# spec_add_pipe

==> spec_add_pipe/placed.png <==
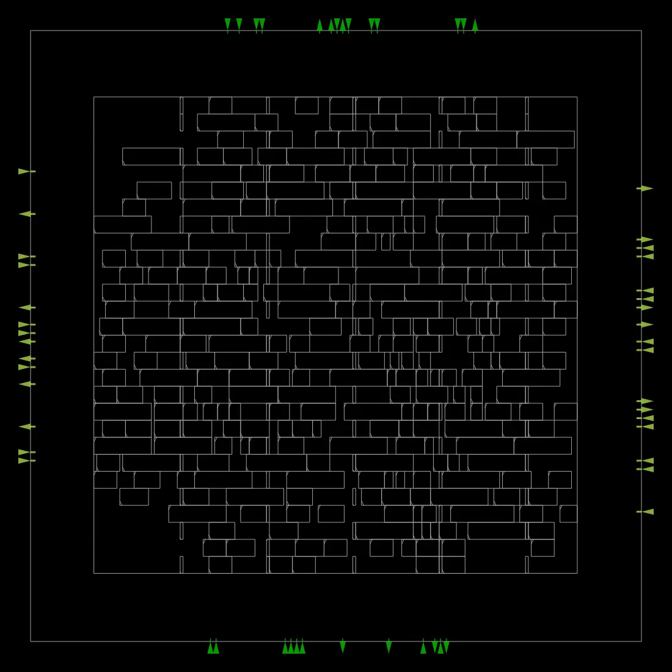

## config.mk

```make
export PLATFORM = sky130hd
export DESIGN_NAME = spec_add_pipe
export DESIGN_NICKNAME = d
export VERILOG_FILES = /design/src/rtl/spec_add_pipe.sv
export SDC_FILE = /design/constraint.sdc
export NUM_CORES = 1
export LEC_CHECK = 0
export CAP_MARGIN = 0
export CORE_MARGIN = 10
export CORE_UTILIZATION = 49
export CTS_BUF_LIST = sky130_fd_sc_hd__clkbuf_2 sky130_fd_sc_hd__clkbuf_4 sky130_fd_sc_hd__clkbuf_8
export CTS_CLUSTER_SIZE = 14
export DETAILED_ROUTE_END_ITERATION = 7
export GPL_ROUTABILITY_DRIVEN = 0
export GPL_TIMING_DRIVEN = 0
export MAX_ROUTING_LAYER = met4
export PLACE_DENSITY = 0.79
export REMOVE_ABC_BUFFERS = 1
export SLEW_MARGIN = 20
export SYNTH_ARGS = -nofsm -noshare
export SYNTH_HDL_FRONTEND = slang
export SYNTH_SLANG_ARGS = --single-unit
export TNS_END_PERCENT = 30
```

## constraint.sdc

```tcl
create_clock -name clk -period 2.65 [get_ports clk]
set_input_delay 0.3975 -clock clk [delete_from_list [all_inputs] [get_ports clk]]
set_output_delay 0.3975 -clock clk [all_outputs]
set_load 0.03 [all_outputs]
```

## src/rtl/spec_add_pipe.sv

```systemverilog
// Speculative block-carry adder with valid/ready handshake and a correction cycle on misprediction.
// Optional SPEC_ADD_ERRCNT_EN adds a saturating 16-bit count of correction cycles on port ErrCnt.
module spec_add_pipe #(
  parameter int WIDTH = 16,
  parameter int BLK   = 4
) (
  input  logic             clk,
  input  logic             rst_n,
  input  logic             in_valid,
  output logic             in_ready,
  input  logic [WIDTH-1:0] A,
  input  logic [WIDTH-1:0] B,
  input  logic             Cin,
  output logic             out_valid,
  input  logic             out_ready,
  output logic [WIDTH-1:0] S,
  output logic             Cout,
  output logic             Err
`ifdef SPEC_ADD_ERRCNT_EN
  ,
  output logic [15:0]      ErrCnt
`endif
);

  localparam int NB = WIDTH / BLK;

  typedef enum logic [1:0] {IDLE, SPEC, CORR, HOLD} state_t;

  state_t           state;
  logic [WIDTH-1:0] g_r, p_r;
  logic             cin_r;
  logic             accept;

  logic [NB-1:0]    blk_g, blk_p, spec_c, exact_c;
  logic [NB:0]      pre_g, pre_p;
  logic [BLK:0]     t;
  logic [WIDTH-1:0] spec_sum, exact_sum;
  logic             spec_cout, exact_cout, mismatch;

  // Ripple add of one block from its G/P bits; returns {carry_out, sum}.
  function automatic logic [BLK:0] blk_add(input logic [BLK-1:0] g, input logic [BLK-1:0] p,
                                           input logic c);
    logic [BLK:0] r;
    logic         cy;
    r  = '0;
    cy = c;
    for (int i = 0; i < BLK; i++) begin
      r[i] = p[i] ^ cy;
      cy   = g[i] | (p[i] & cy);
    end
    r[BLK] = cy;
    return r;
  endfunction

  assign in_ready = (state == IDLE) || ((state == HOLD) && out_ready);
  assign accept   = in_valid && in_ready;

  // Element 0 of the prefix array is the carry in; element k+1 is block k.
  always_comb begin
    t = '0;
    for (int k = 0; k < NB; k++) begin
      t        = blk_add(g_r[k*BLK +: BLK], p_r[k*BLK +: BLK], 1'b0);
      blk_g[k] = t[BLK];
      blk_p[k] = &p_r[k*BLK +: BLK];
    end

    pre_g[0] = cin_r;
    pre_p[0] = 1'b0;
    for (int k = 0; k < NB; k++) begin
      pre_g[k+1] = blk_g[k];
      pre_p[k+1] = blk_p[k];
    end
    for (int d = 1; d <= NB; d = d * 2) begin
      for (int i = NB; i >= d; i--) begin
        pre_g[i] = pre_g[i] | (pre_p[i] & pre_g[i-d]);
        pre_p[i] = pre_p[i] & pre_p[i-d];
      end
    end

    for (int k = 0; k < NB; k++) begin
      exact_c[k] = pre_g[k];
      spec_c[k]  = (k == 0) ? cin_r : blk_g[k-1];
    end
    mismatch = (spec_c != exact_c);

    spec_sum = '0;
    for (int k = 0; k < NB; k++) begin
      t                      = blk_add(g_r[k*BLK +: BLK], p_r[k*BLK +: BLK], spec_c[k]);
      spec_sum[k*BLK +: BLK] = t[BLK-1:0];
    end
    spec_cout = t[BLK];

    exact_sum = '0;
    for (int k = 0; k < NB; k++) begin
      t                       = blk_add(g_r[k*BLK +: BLK], p_r[k*BLK +: BLK], exact_c[k]);
      exact_sum[k*BLK +: BLK] = t[BLK-1:0];
    end
    exact_cout = pre_g[NB];
  end

  always_ff @(posedge clk or negedge rst_n) begin
    if (!rst_n) begin
      state     <= IDLE;
      g_r       <= '0;
      p_r       <= '0;
      cin_r     <= 1'b0;
      out_valid <= 1'b0;
      S         <= '0;
      Cout      <= 1'b0;
      Err       <= 1'b0;
    end else begin
      if (accept) begin
        g_r   <= A & B;
        p_r   <= A ^ B;
        cin_r <= Cin;
      end
      case (state)
        IDLE: if (accept) state <= SPEC;
        SPEC: begin
          if (mismatch) begin
            state <= CORR;
          end else begin
            S         <= spec_sum;
            Cout      <= spec_cout;
            Err       <= 1'b0;
            out_valid <= 1'b1;
            state     <= HOLD;
          end
        end
        CORR: begin
          S         <= exact_sum;
          Cout      <= exact_cout;
          Err       <= 1'b1;
          out_valid <= 1'b1;
          state     <= HOLD;
        end
        HOLD: begin
          if (out_ready) begin
            out_valid <= 1'b0;
            state     <= in_valid ? SPEC : IDLE;
          end
        end
        default: state <= IDLE;
      endcase
    end
  end

`ifdef SPEC_ADD_ERRCNT_EN
  always_ff @(posedge clk or negedge rst_n) begin
    if (!rst_n)
      ErrCnt <= '0;
    else if ((state == SPEC) && mismatch && (ErrCnt != 16'hFFFF))
      ErrCnt <= ErrCnt + 16'd1;
  end
`endif

endmodule

```

# dram_req_sequencer

[src/rtl/dram_req_sequencer.sv]
// Front end of the RAS/MUX/CAS timing generator: arbitrates CPU and refresh requests,
// issues one req pulse per access, tracks ras to completion and drives the muxed address.
module dram_req_sequencer #(
    parameter int unsigned ROW_W     = 8,
    parameter int unsigned REFRESH_T = 64,
    parameter int unsigned TIMEOUT   = 16
) (
    input  logic               i_clk,
    input  logic               i_reset_n,
    input  logic               i_cpu_req,
    input  logic [2*ROW_W-1:0] i_cpu_addr,
    output logic               o_cpu_ready,
    output logic               o_cpu_done,
    output logic               o_req,
    input  logic               i_ras,
    input  logic               i_mux,
    output logic [ROW_W-1:0]   o_dram_addr,
    output logic               o_refreshing,
    output logic               o_timeout_err
);

    localparam int unsigned TMR_W = $clog2(REFRESH_T);
    localparam int unsigned TO_W  = $clog2(TIMEOUT + 1);

    typedef enum logic [2:0] {
        StIdle,
        StIssue,
        StWaitRas,
        StWaitEnd,
        StDone
    } state_e;

    state_e             r_state;
    logic               r_hold_full;
    logic [2*ROW_W-1:0] r_hold_addr;
    logic [TMR_W-1:0]   r_tmr;
    logic               r_ref_pend;
    logic [ROW_W-1:0]   r_ref_row;
    logic               r_is_ref;
    logic [ROW_W-1:0]   r_act_row;
    logic [ROW_W-1:0]   r_act_col;
    logic               r_req;
    logic               r_cpu_done;
    logic               r_err;
    logic [TO_W-1:0]    r_to_cnt;

    logic               w_wrap;
    logic               w_active;

    assign w_wrap   = (r_tmr == TMR_W'(REFRESH_T - 1));
    assign w_active = (r_state != StIdle);

    always_ff @(posedge i_clk or negedge i_reset_n) begin
        if (!i_reset_n) begin
            r_state     <= StIdle;
            r_hold_full <= 1'b0;
            r_hold_addr <= '0;
            r_tmr       <= '0;
            r_ref_pend  <= 1'b0;
            r_ref_row   <= '0;
            r_is_ref    <= 1'b0;
            r_act_row   <= '0;
            r_act_col   <= '0;
            r_req       <= 1'b0;
            r_cpu_done  <= 1'b0;
            r_err       <= 1'b0;
            r_to_cnt    <= '0;
        end else begin
            r_req      <= 1'b0;
            r_cpu_done <= 1'b0;
            r_tmr      <= w_wrap ? '0 : r_tmr + TMR_W'(1);

            if (i_cpu_req && !r_hold_full) begin
                r_hold_full <= 1'b1;
                r_hold_addr <= i_cpu_addr;
            end

            unique case (r_state)
                StIdle: begin
                    // Refresh has priority over a held CPU request
                    if (r_ref_pend || r_hold_full) begin
                        r_state   <= StIssue;
                        r_req     <= 1'b1;
                        r_is_ref  <= r_ref_pend;
                        r_act_row <= r_ref_pend ? r_ref_row : r_hold_addr[2*ROW_W-1:ROW_W];
                        r_act_col <= r_hold_addr[ROW_W-1:0];
                    end
                end
                StIssue: begin
                    r_state  <= StWaitRas;
                    r_to_cnt <= '0;
                end
                StWaitRas: begin
                    if (i_ras) begin
                        r_state <= StWaitEnd;
                    end else if (r_to_cnt == TO_W'(TIMEOUT - 1)) begin
                        r_err    <= 1'b1;
                        r_state  <= StIdle;
                        r_is_ref <= 1'b0;
                        if (r_is_ref) begin
                            r_ref_pend <= 1'b0;
                        end else begin
                            r_hold_full <= 1'b0;
                        end
                    end else begin
                        r_to_cnt <= r_to_cnt + TO_W'(1);
                    end
                end
                StWaitEnd: begin
                    if (!i_ras) begin
                        r_state <= StDone;
                        if (!r_is_ref) begin
                            r_cpu_done  <= 1'b1;
                            r_hold_full <= 1'b0;
                        end
                    end
                end
                StDone: begin
                    r_state  <= StIdle;
                    r_is_ref <= 1'b0;
                    if (r_is_ref) begin
                        r_ref_pend <= 1'b0;
                        r_ref_row  <= r_ref_row + ROW_W'(1);
                    end
                end
                default: r_state <= StIdle;
            endcase

            // A wrap sets pending after any clear above; while already pending it is absorbed
            if (w_wrap) begin
                r_ref_pend <= 1'b1;
            end
        end
    end

    assign o_cpu_ready   = !r_hold_full;
    assign o_cpu_done    = r_cpu_done;
    assign o_req         = r_req;
    assign o_refreshing  = r_is_ref;
    assign o_timeout_err = r_err;
    assign o_dram_addr   = !w_active              ? '0        :
                           (i_mux && !r_is_ref)   ? r_act_col : r_act_row;

endmodule

[config.mk]
export PLATFORM = sky130hd
export DESIGN_NAME = dram_req_sequencer
export DESIGN_NICKNAME = d
export VERILOG_FILES = /design/src/rtl/dram_req_sequencer.sv
export SDC_FILE = /design/constraint.sdc
export NUM_CORES = 1
export LEC_CHECK = 0
export CORE_UTILIZATION = 30
export DETAILED_ROUTE_END_ITERATION = 7
export SLEW_MARGIN = 20
export SYNTH_ARGS = -nofsm -noshare
export SYNTH_HDL_FRONTEND = slang
export SYNTH_SLANG_ARGS = --single-unit
[constraint.sdc]
create_clock -name i_clk -period 4.4 [get_ports i_clk]
set_input_delay 0.88 -clock i_clk [delete_from_list [all_inputs] [get_ports i_clk]]
set_output_delay 0.88 -clock i_clk [all_outputs]
set_load 0.05 [all_outputs]
# lh_hash_arbiter

[src/rtl/lh_pkg.sv]
// Shared constants, status codes and FSM encoding for the light_hash
// requester arbiter.
package lh_pkg;

  localparam logic [7:0] HEAD_BYTE = 8'hFF;
  localparam logic [7:0] TAIL_BYTE = 8'h00;

  localparam logic [7:0] LO_MIN = 8'h20;
  localparam logic [7:0] LO_MAX = 8'h7E;
  localparam logic [7:0] HI_MIN = 8'hA1;
  localparam logic [7:0] HI_MAX = 8'hFE;

  typedef enum logic [1:0] {
    STAT_OK           = 2'd0,
    STAT_INVALID_BYTE = 2'd1,
    STAT_TOO_LONG     = 2'd2,
    STAT_TIMEOUT      = 2'd3
  } lh_status_t;

  typedef enum logic [2:0] {
    S_IDLE  = 3'd0,
    S_HEAD  = 3'd1,
    S_DATA  = 3'd2,
    S_TAIL  = 3'd3,
    S_WAIT  = 3'd4,
    S_FLUSH = 3'd5,
    S_RESP  = 3'd6
  } lh_arb_state_t;

  // Framing bytes 0x00/0xFF are never legal payload.
  function automatic logic is_payload_byte(input logic [7:0] b);
    return ((b >= LO_MIN) && (b <= LO_MAX)) || ((b >= HI_MIN) && (b <= HI_MAX));
  endfunction

endpackage

[src/rtl/lh_rr_arbiter.sv]
// Combinational N-way round-robin pick: first set request at or above ptr,
// wrapping, as a one-hot grant plus its index.
module lh_rr_arbiter #(
  parameter int N = 4
) (
  input  logic [N-1:0]         req,
  input  logic [$clog2(N)-1:0] ptr,
  output logic [N-1:0]         grant,
  output logic [$clog2(N)-1:0] idx
);

  localparam int IW = $clog2(N);

  int   c;
  logic found;

  always_comb begin
    grant = '0;
    idx   = '0;
    found = 1'b0;
    c     = 0;
    for (int i = 0; i < N; i++) begin
      c = int'(ptr) + i;
      if (c >= N) c = c - N;
      if (!found && req[IW'(c)]) begin
        found         = 1'b1;
        idx           = IW'(c);
        grant[IW'(c)] = 1'b1;
      end
    end
  end

endmodule

[src/rtl/lh_hash_arbiter.sv]
// Shares one light_hash core between N_REQ byte-stream requesters: frames each
// granted message with 0xFF/0x00, paces bytes, and returns digest plus status.
// Handshake: a requester byte transfers on a cycle where req_valid[i] and
// req_ready[i] are both high; req_last is only meaningful on such a cycle.
module lh_hash_arbiter
  import lh_pkg::*;
#(
  parameter int N_REQ          = 4,
  parameter int MAX_MSG_LEN    = 32,
  parameter int BYTE_GAP       = 2,
  parameter int DIGEST_TIMEOUT = 64
) (
  input  logic                 clk,
  input  logic                 rst_n,
  input  logic [N_REQ-1:0]     req_valid,
  input  logic [8*N_REQ-1:0]   req_byte,
  input  logic [N_REQ-1:0]     req_last,
  output logic [N_REQ-1:0]     req_ready,
  output logic [N_REQ-1:0]     rsp_valid,
  output logic [63:0]          rsp_digest,
  output logic [1:0]           rsp_status,
  output logic [7:0]           core_byte,
  output logic                 core_valid,
  input  logic [63:0]          core_digest,
  input  logic                 core_digest_ready,
  input  logic                 core_err,
  output logic                 busy,
  output logic [2:0]           grant_id,
  output lh_arb_state_t        dbg_state
);

  localparam int IW = $clog2(N_REQ);
  localparam int GW = $clog2(BYTE_GAP + 1);
  localparam int LW = $clog2(MAX_MSG_LEN + 1);
  localparam int TW = $clog2(DIGEST_TIMEOUT + 1);

  lh_arb_state_t state;
  logic [GW-1:0] gap_cnt;
  logic [LW-1:0] len;
  logic [TW-1:0] tmo_cnt;
  lh_status_t    status_q;
  logic [63:0]   digest_q;
  logic [IW-1:0] rr_ptr;

  logic [N_REQ-1:0] arb_grant;
  logic [IW-1:0]    arb_idx;
  logic             arb_any;
  logic [IW-1:0]    gidx;
  logic [7:0]       cur_byte;
  logic             cur_last;
  logic             ready_now;
  logic             accept;

  lh_rr_arbiter #(.N(N_REQ)) u_rr (
    .req   (req_valid),
    .ptr   (rr_ptr),
    .grant (arb_grant),
    .idx   (arb_idx)
  );

  assign arb_any   = |arb_grant;
  assign gidx      = grant_id[IW-1:0];
  assign cur_byte  = req_byte[{gidx, 3'b000} +: 8];
  assign cur_last  = req_last[gidx];
  assign ready_now = ((state == S_DATA) && (gap_cnt == '0)) || (state == S_FLUSH);
  assign accept    = ready_now && req_valid[gidx];

  assign req_ready  = ready_now ? (N_REQ'(1) << gidx) : '0;
  assign rsp_valid  = (state == S_RESP) ? (N_REQ'(1) << gidx) : '0;
  assign rsp_digest = (state == S_RESP) ? digest_q : '0;
  assign rsp_status = (state == S_RESP) ? status_q : STAT_OK;
  assign busy       = (state != S_IDLE);
  assign dbg_state  = state;

  always_ff @(posedge clk or negedge rst_n) begin
    if (!rst_n) begin
      state      <= S_IDLE;
      gap_cnt    <= '0;
      len        <= '0;
      tmo_cnt    <= '0;
      status_q   <= STAT_OK;
      digest_q   <= '0;
      rr_ptr     <= '0;
      grant_id   <= '0;
      core_byte  <= TAIL_BYTE;
      core_valid <= 1'b0;
    end else begin
      core_valid <= 1'b0;
      if (gap_cnt != '0) gap_cnt <= gap_cnt - 1'b1;
      case (state)
        S_IDLE: begin
          if (arb_any) begin
            grant_id   <= 3'(arb_idx);
            status_q   <= STAT_OK;
            digest_q   <= '0;
            len        <= '0;
            core_byte  <= HEAD_BYTE;
            core_valid <= 1'b1;
            gap_cnt    <= GW'(BYTE_GAP);
            state      <= S_HEAD;
          end
        end
        S_HEAD: begin
          if (gap_cnt == GW'(1)) state <= S_DATA;
        end
        S_DATA: begin
          // A core error wins over a byte accepted in the same cycle.
          if (core_err) begin
            status_q <= STAT_INVALID_BYTE;
            state    <= (accept && cur_last) ? S_RESP : S_FLUSH;
          end else if (accept) begin
            if (!is_payload_byte(cur_byte)) begin
              status_q <= STAT_INVALID_BYTE;
              state    <= cur_last ? S_RESP : S_FLUSH;
            end else if (len == LW'(MAX_MSG_LEN)) begin
              status_q <= STAT_TOO_LONG;
              state    <= cur_last ? S_RESP : S_FLUSH;
            end else begin
              core_byte  <= cur_byte;
              core_valid <= 1'b1;
              len        <= len + 1'b1;
              gap_cnt    <= GW'(BYTE_GAP);
              if (cur_last) state <= S_TAIL;
            end
          end
        end
        S_TAIL: begin
          if (gap_cnt == '0) begin
            core_byte  <= TAIL_BYTE;
            core_valid <= 1'b1;
            tmo_cnt    <= '0;
            state      <= S_WAIT;
          end
        end
        S_WAIT: begin
          if (core_digest_ready) begin
            digest_q <= core_digest;
            status_q <= STAT_OK;
            state    <= S_RESP;
          end else if (tmo_cnt == TW'(DIGEST_TIMEOUT - 1)) begin
            status_q <= STAT_TIMEOUT;
            state    <= S_RESP;
          end else begin
            tmo_cnt <= tmo_cnt + 1'b1;
          end
        end
        S_FLUSH: begin
          if (accept && cur_last) state <= S_RESP;
        end
        S_RESP: begin
          rr_ptr <= (gidx == IW'(N_REQ - 1)) ? '0 : gidx + 1'b1;
          state  <= S_IDLE;
        end
        default: state <= S_IDLE;
      endcase
    end
  end

endmodule

[config.mk]
export PLATFORM = sky130hd
export DESIGN_NAME = lh_hash_arbiter
export DESIGN_NICKNAME = d
export VERILOG_FILES = /design/src/rtl/lh_pkg.sv /design/src/rtl/lh_rr_arbiter.sv /design/src/rtl/lh_hash_arbiter.sv
export SDC_FILE = /design/constraint.sdc
export NUM_CORES = 1
export LEC_CHECK = 0
export ABC_AREA = 1
export CORE_MARGIN = 5
export CORE_UTILIZATION = 47
export CTS_BUF_LIST = sky130_fd_sc_hd__clkbuf_8 sky130_fd_sc_hd__clkbuf_16
export DETAILED_ROUTE_END_ITERATION = 12
export PLACE_DENSITY = 0.82
export SKIP_CTS_REPAIR_TIMING = 1
export SLEW_MARGIN = 5
export SYNTH_ARGS = -nofsm -noshare
export SYNTH_HDL_FRONTEND = slang
export SYNTH_SLANG_ARGS = --single-unit
[constraint.sdc]
create_clock -name clk -period 3.5 [get_ports clk]
set_clock_uncertainty 0.2 [all_clocks]
set_input_delay 0.525 -clock clk [delete_from_list [all_inputs] [get_ports clk]]
set_output_delay 0.525 -clock clk [all_outputs]
set_load 0.1 [all_outputs]
==> spec_add_pipe/clock_wires.png <==
Bar = 20 microns.
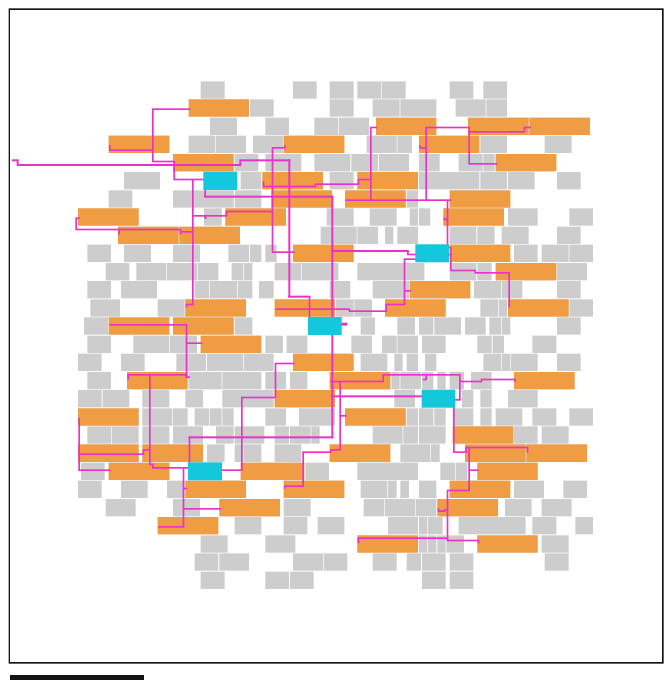
[cyan] clock-net drivers | count: 5
[magenta] clock wires | length: 691 microns
[orange] flip-flops | count: 54
routed clock nets: 6
Skew-Pair Late Insertion Delay: 0.32 ns
Clock Skew: 0.00775 ns
clock power share: 9.4%
clk pwr: 490 uW

About spec_add_pipe/placed.png:
fill count: 457
Post-Layout Cell Count: 373
flop count: 54
Seq area share: 35.3%
Layout Utilization: 65.2%

==> run_results.csv, spec_add_pipe <==
group,metric,value,unit
outcome,status,"completed",
clocking,post-cts-setup-buffers,6,
clocking,cts_resized,8,
clocking,postCtsHoldBufs,0,
run,cap_violations,0,
run,warning_count,31,
global_route,grtUsageMet2,22.2,%
pwr,p_sw_share,39.9,%
logic_synthesis,mux_area_share,20.3,%
placed_design,dpl_cell_area,0.00361,sq mm
final_timing,finalHoldViolCount,0,
global_route,busiest_layer,"met2",
final_layout,comb_share,42.6,%
drt,wl_met1,2.87,mm
pwr,pwr-share-comb,58.3,%
global_route,antenna_found_initial,0,
worst_setup_path,crit_chain,"a211oi_2 > o31ai_4 > a31o_2 > ha_2 > or2_2 > ha_1 > or2_4 > ha_4 > nor2_4 > xnor2_1 > mux2_2",
worst_setup_path,crit_fanout,2,
global_route,grt_pass1_vias,2210,
worst_setup_path,crit_cells,11,
drt,wl_per_cell,16.8,microns
clocking,cts_tree,"done",
pwr,p_sw,2.08,mW
final_layout,final_cell_mix,"clkdlybuf4s50_1, dfrtp_1, mux2_2, ha_1, mux2_4",
global_route,grt-ovfl-total,0,
worst_setup_path,rrSetupSlack,0.07,ns
final_layout,top_area_cell_class,"logic gates",
logic_synthesis,common_cells,"dfrtp_1, mux2_2, ha_1",
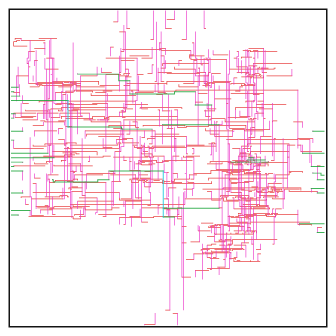
(dram_req_sequencer/layers.png)
| colour | layer | wire length |
|---|---|---|
| cyan | M4 | 22.4 microns |
| green | M3 | 271 microns |
| magenta | M2 | 2350 microns |
| red | M1 | 2520 microns |
gr usage total: 12.4%
post-DR wirelength/cell: 14.2 microns
drt total wl: 5.17 mm
DR vias: 1746

==> run_results.csv, dram_req_sequencer <==
group,metric,value,unit
worst_setup_path,crit_fanout,8,
global_route,grt_pass1_vias,1826,
global_route,grt-ovfl-total,0,
logic_synthesis,top_logic_kind,"multiplexers",
final_timing,setup_tns,0,ns
final_layout,nNonClkBuffers,36,
final_layout,logic_area,0.00116,sq mm
logic_synthesis,async_reset_ff_share,100,%
final_timing,period_used_share,84.4,%
outcome,violations,"DRC",
clocking,post-cts-setup-buffers,0,
outcome,status,"finished with violations",
final_layout,final_cell_mix,"dfrtp_1, mux2_2, clkdlybuf4s50_1, nor2_1",
global_route,grtUsageMet2,18.6,%
die,die-width,97.7,microns
worst_setup_path,path_common_cell,"clkdlybuf4s50_1",
logic_synthesis,ys_seq_share,54.7,%
clocking,cts_resized,0,
worst_setup_path,worstSetupPathType,"in -> out",
final_timing,worst_slew_pin_slew,0.904,ns
drt,drc,3,
final_layout,seq_share,44.7,%
drt,wl_met1,2.52,mm
worst_setup_path,endpoint_kind,"output port",
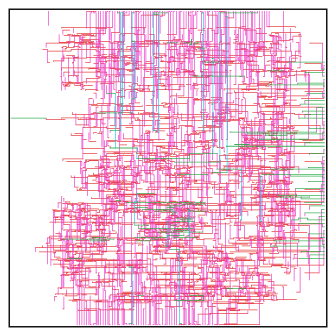
(lh_hash_arbiter/layers.png)
| colour | layer | wire length |
|---|---|---|
| green | M3 | 983 microns |
| cyan | M4 | 583 microns |
| magenta | M2 | 8860 microns |
| red | M1 | 7080 microns |
DR vias: 5777
post-DR wirelength/cell: 15.4 microns
drt total wl: 17.5 mm

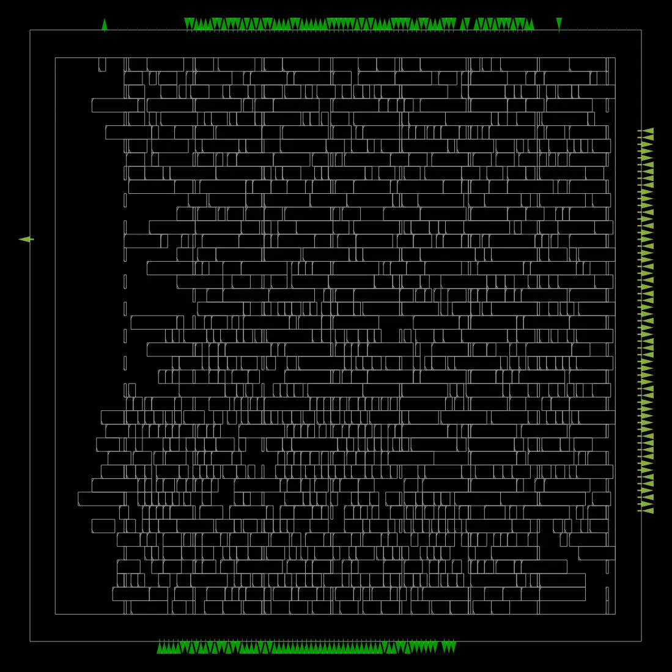
(lh_hash_arbiter/placed.png)
fill count: 902
tapcell count: 172
core footprint: 0.0125 sq mm

==> run_results.csv, lh_hash_arbiter <==
group,metric,value,unit
global_route,grt-ovfl-total,0,
worst_setup_path,crit_fanout,20,
outcome,status,"completed",
die,initCoreUtil,47.6,%
logic_synthesis,synthesis.nets,898,
logic_synthesis,top_area_cell,"dfrtp_1",
pwr,power_combinational,4.65,mW
pwr,power.share.clock,14.3,%
final_layout,layout.nonclk_buf_share,30.7,%
placed_design,pre_cts_ws,0.422,ns
pwr,peakVddDrop,0.530,mV
worst_setup_path,cp_data_required_time,3.56,ns
final_layout,num_antenna_cells,1,
pwr,leakagePower,3.95,nW
final_layout,syn_to_final_growth,51.9,%
final_timing,setup_ws,0.404,ns
drt,antenna_left,0,
final_timing,worst_slew_pin_slew,1.00,ns
worst_setup_path,path_common_cell,"nand3_1",

==> notes/layouts.md <==
Pictures saved along the way, in no particular order.

Pin placement.
Pins as bars across the die edge, other pins in grey.
picture 1
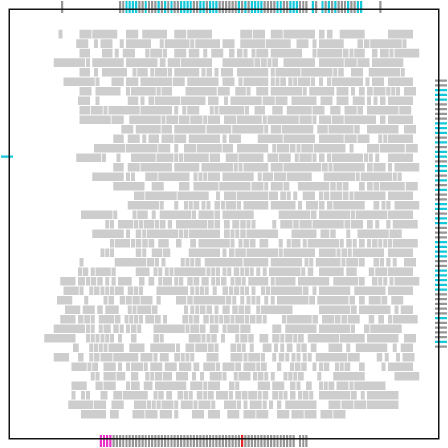
picture 2
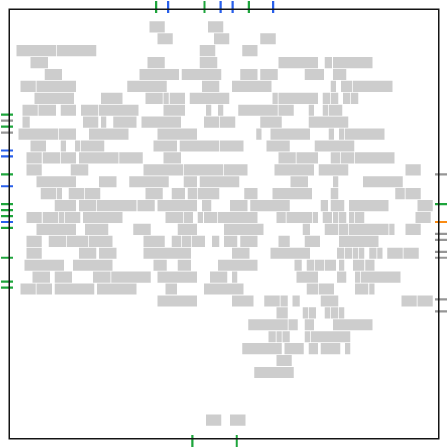
picture 3
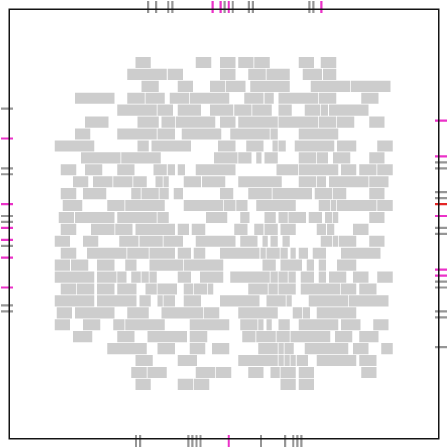
- picture 1 = lh_hash_arbiter
- picture 2 = dram_req_sequencer
- picture 3 = spec_add_pipe
The one with the most pins is picture 1.
The one with the fewest pins is picture 2.



==> notes/layouts.md <==
Pictures saved along the way, in no particular order.

Cells coloured by class.
Fill, decap, tap and diode cells in grey.
image #1
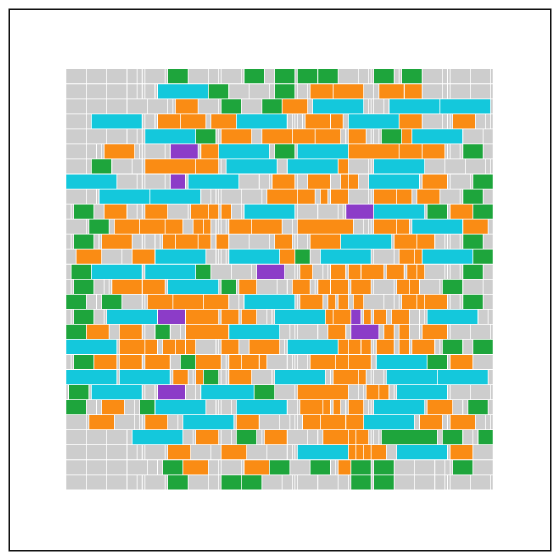
image #2
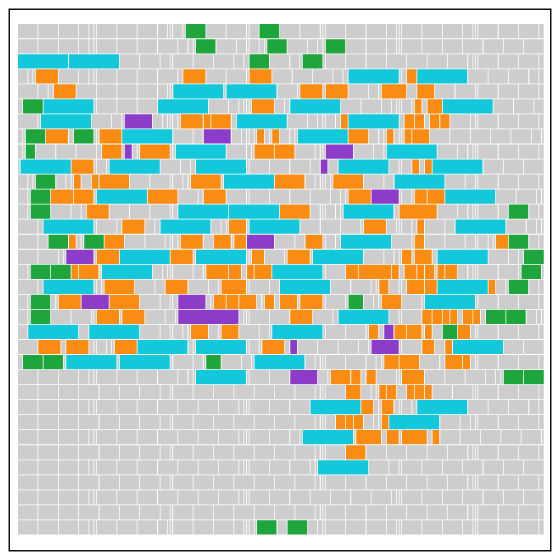
image #3
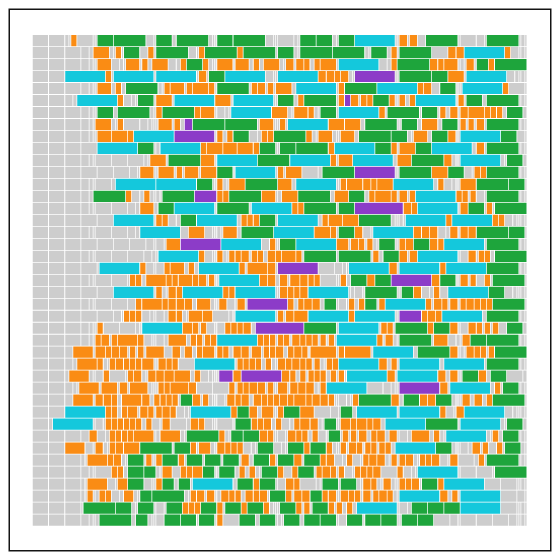
dram_req_sequencer: image #2
lh_hash_arbiter: image #3
spec_add_pipe: image #1
Of these, most cells: image #3
Of these, lowest utilization: image #2

Power figures rest on the tool's default switching activity, not on a simulated workload.
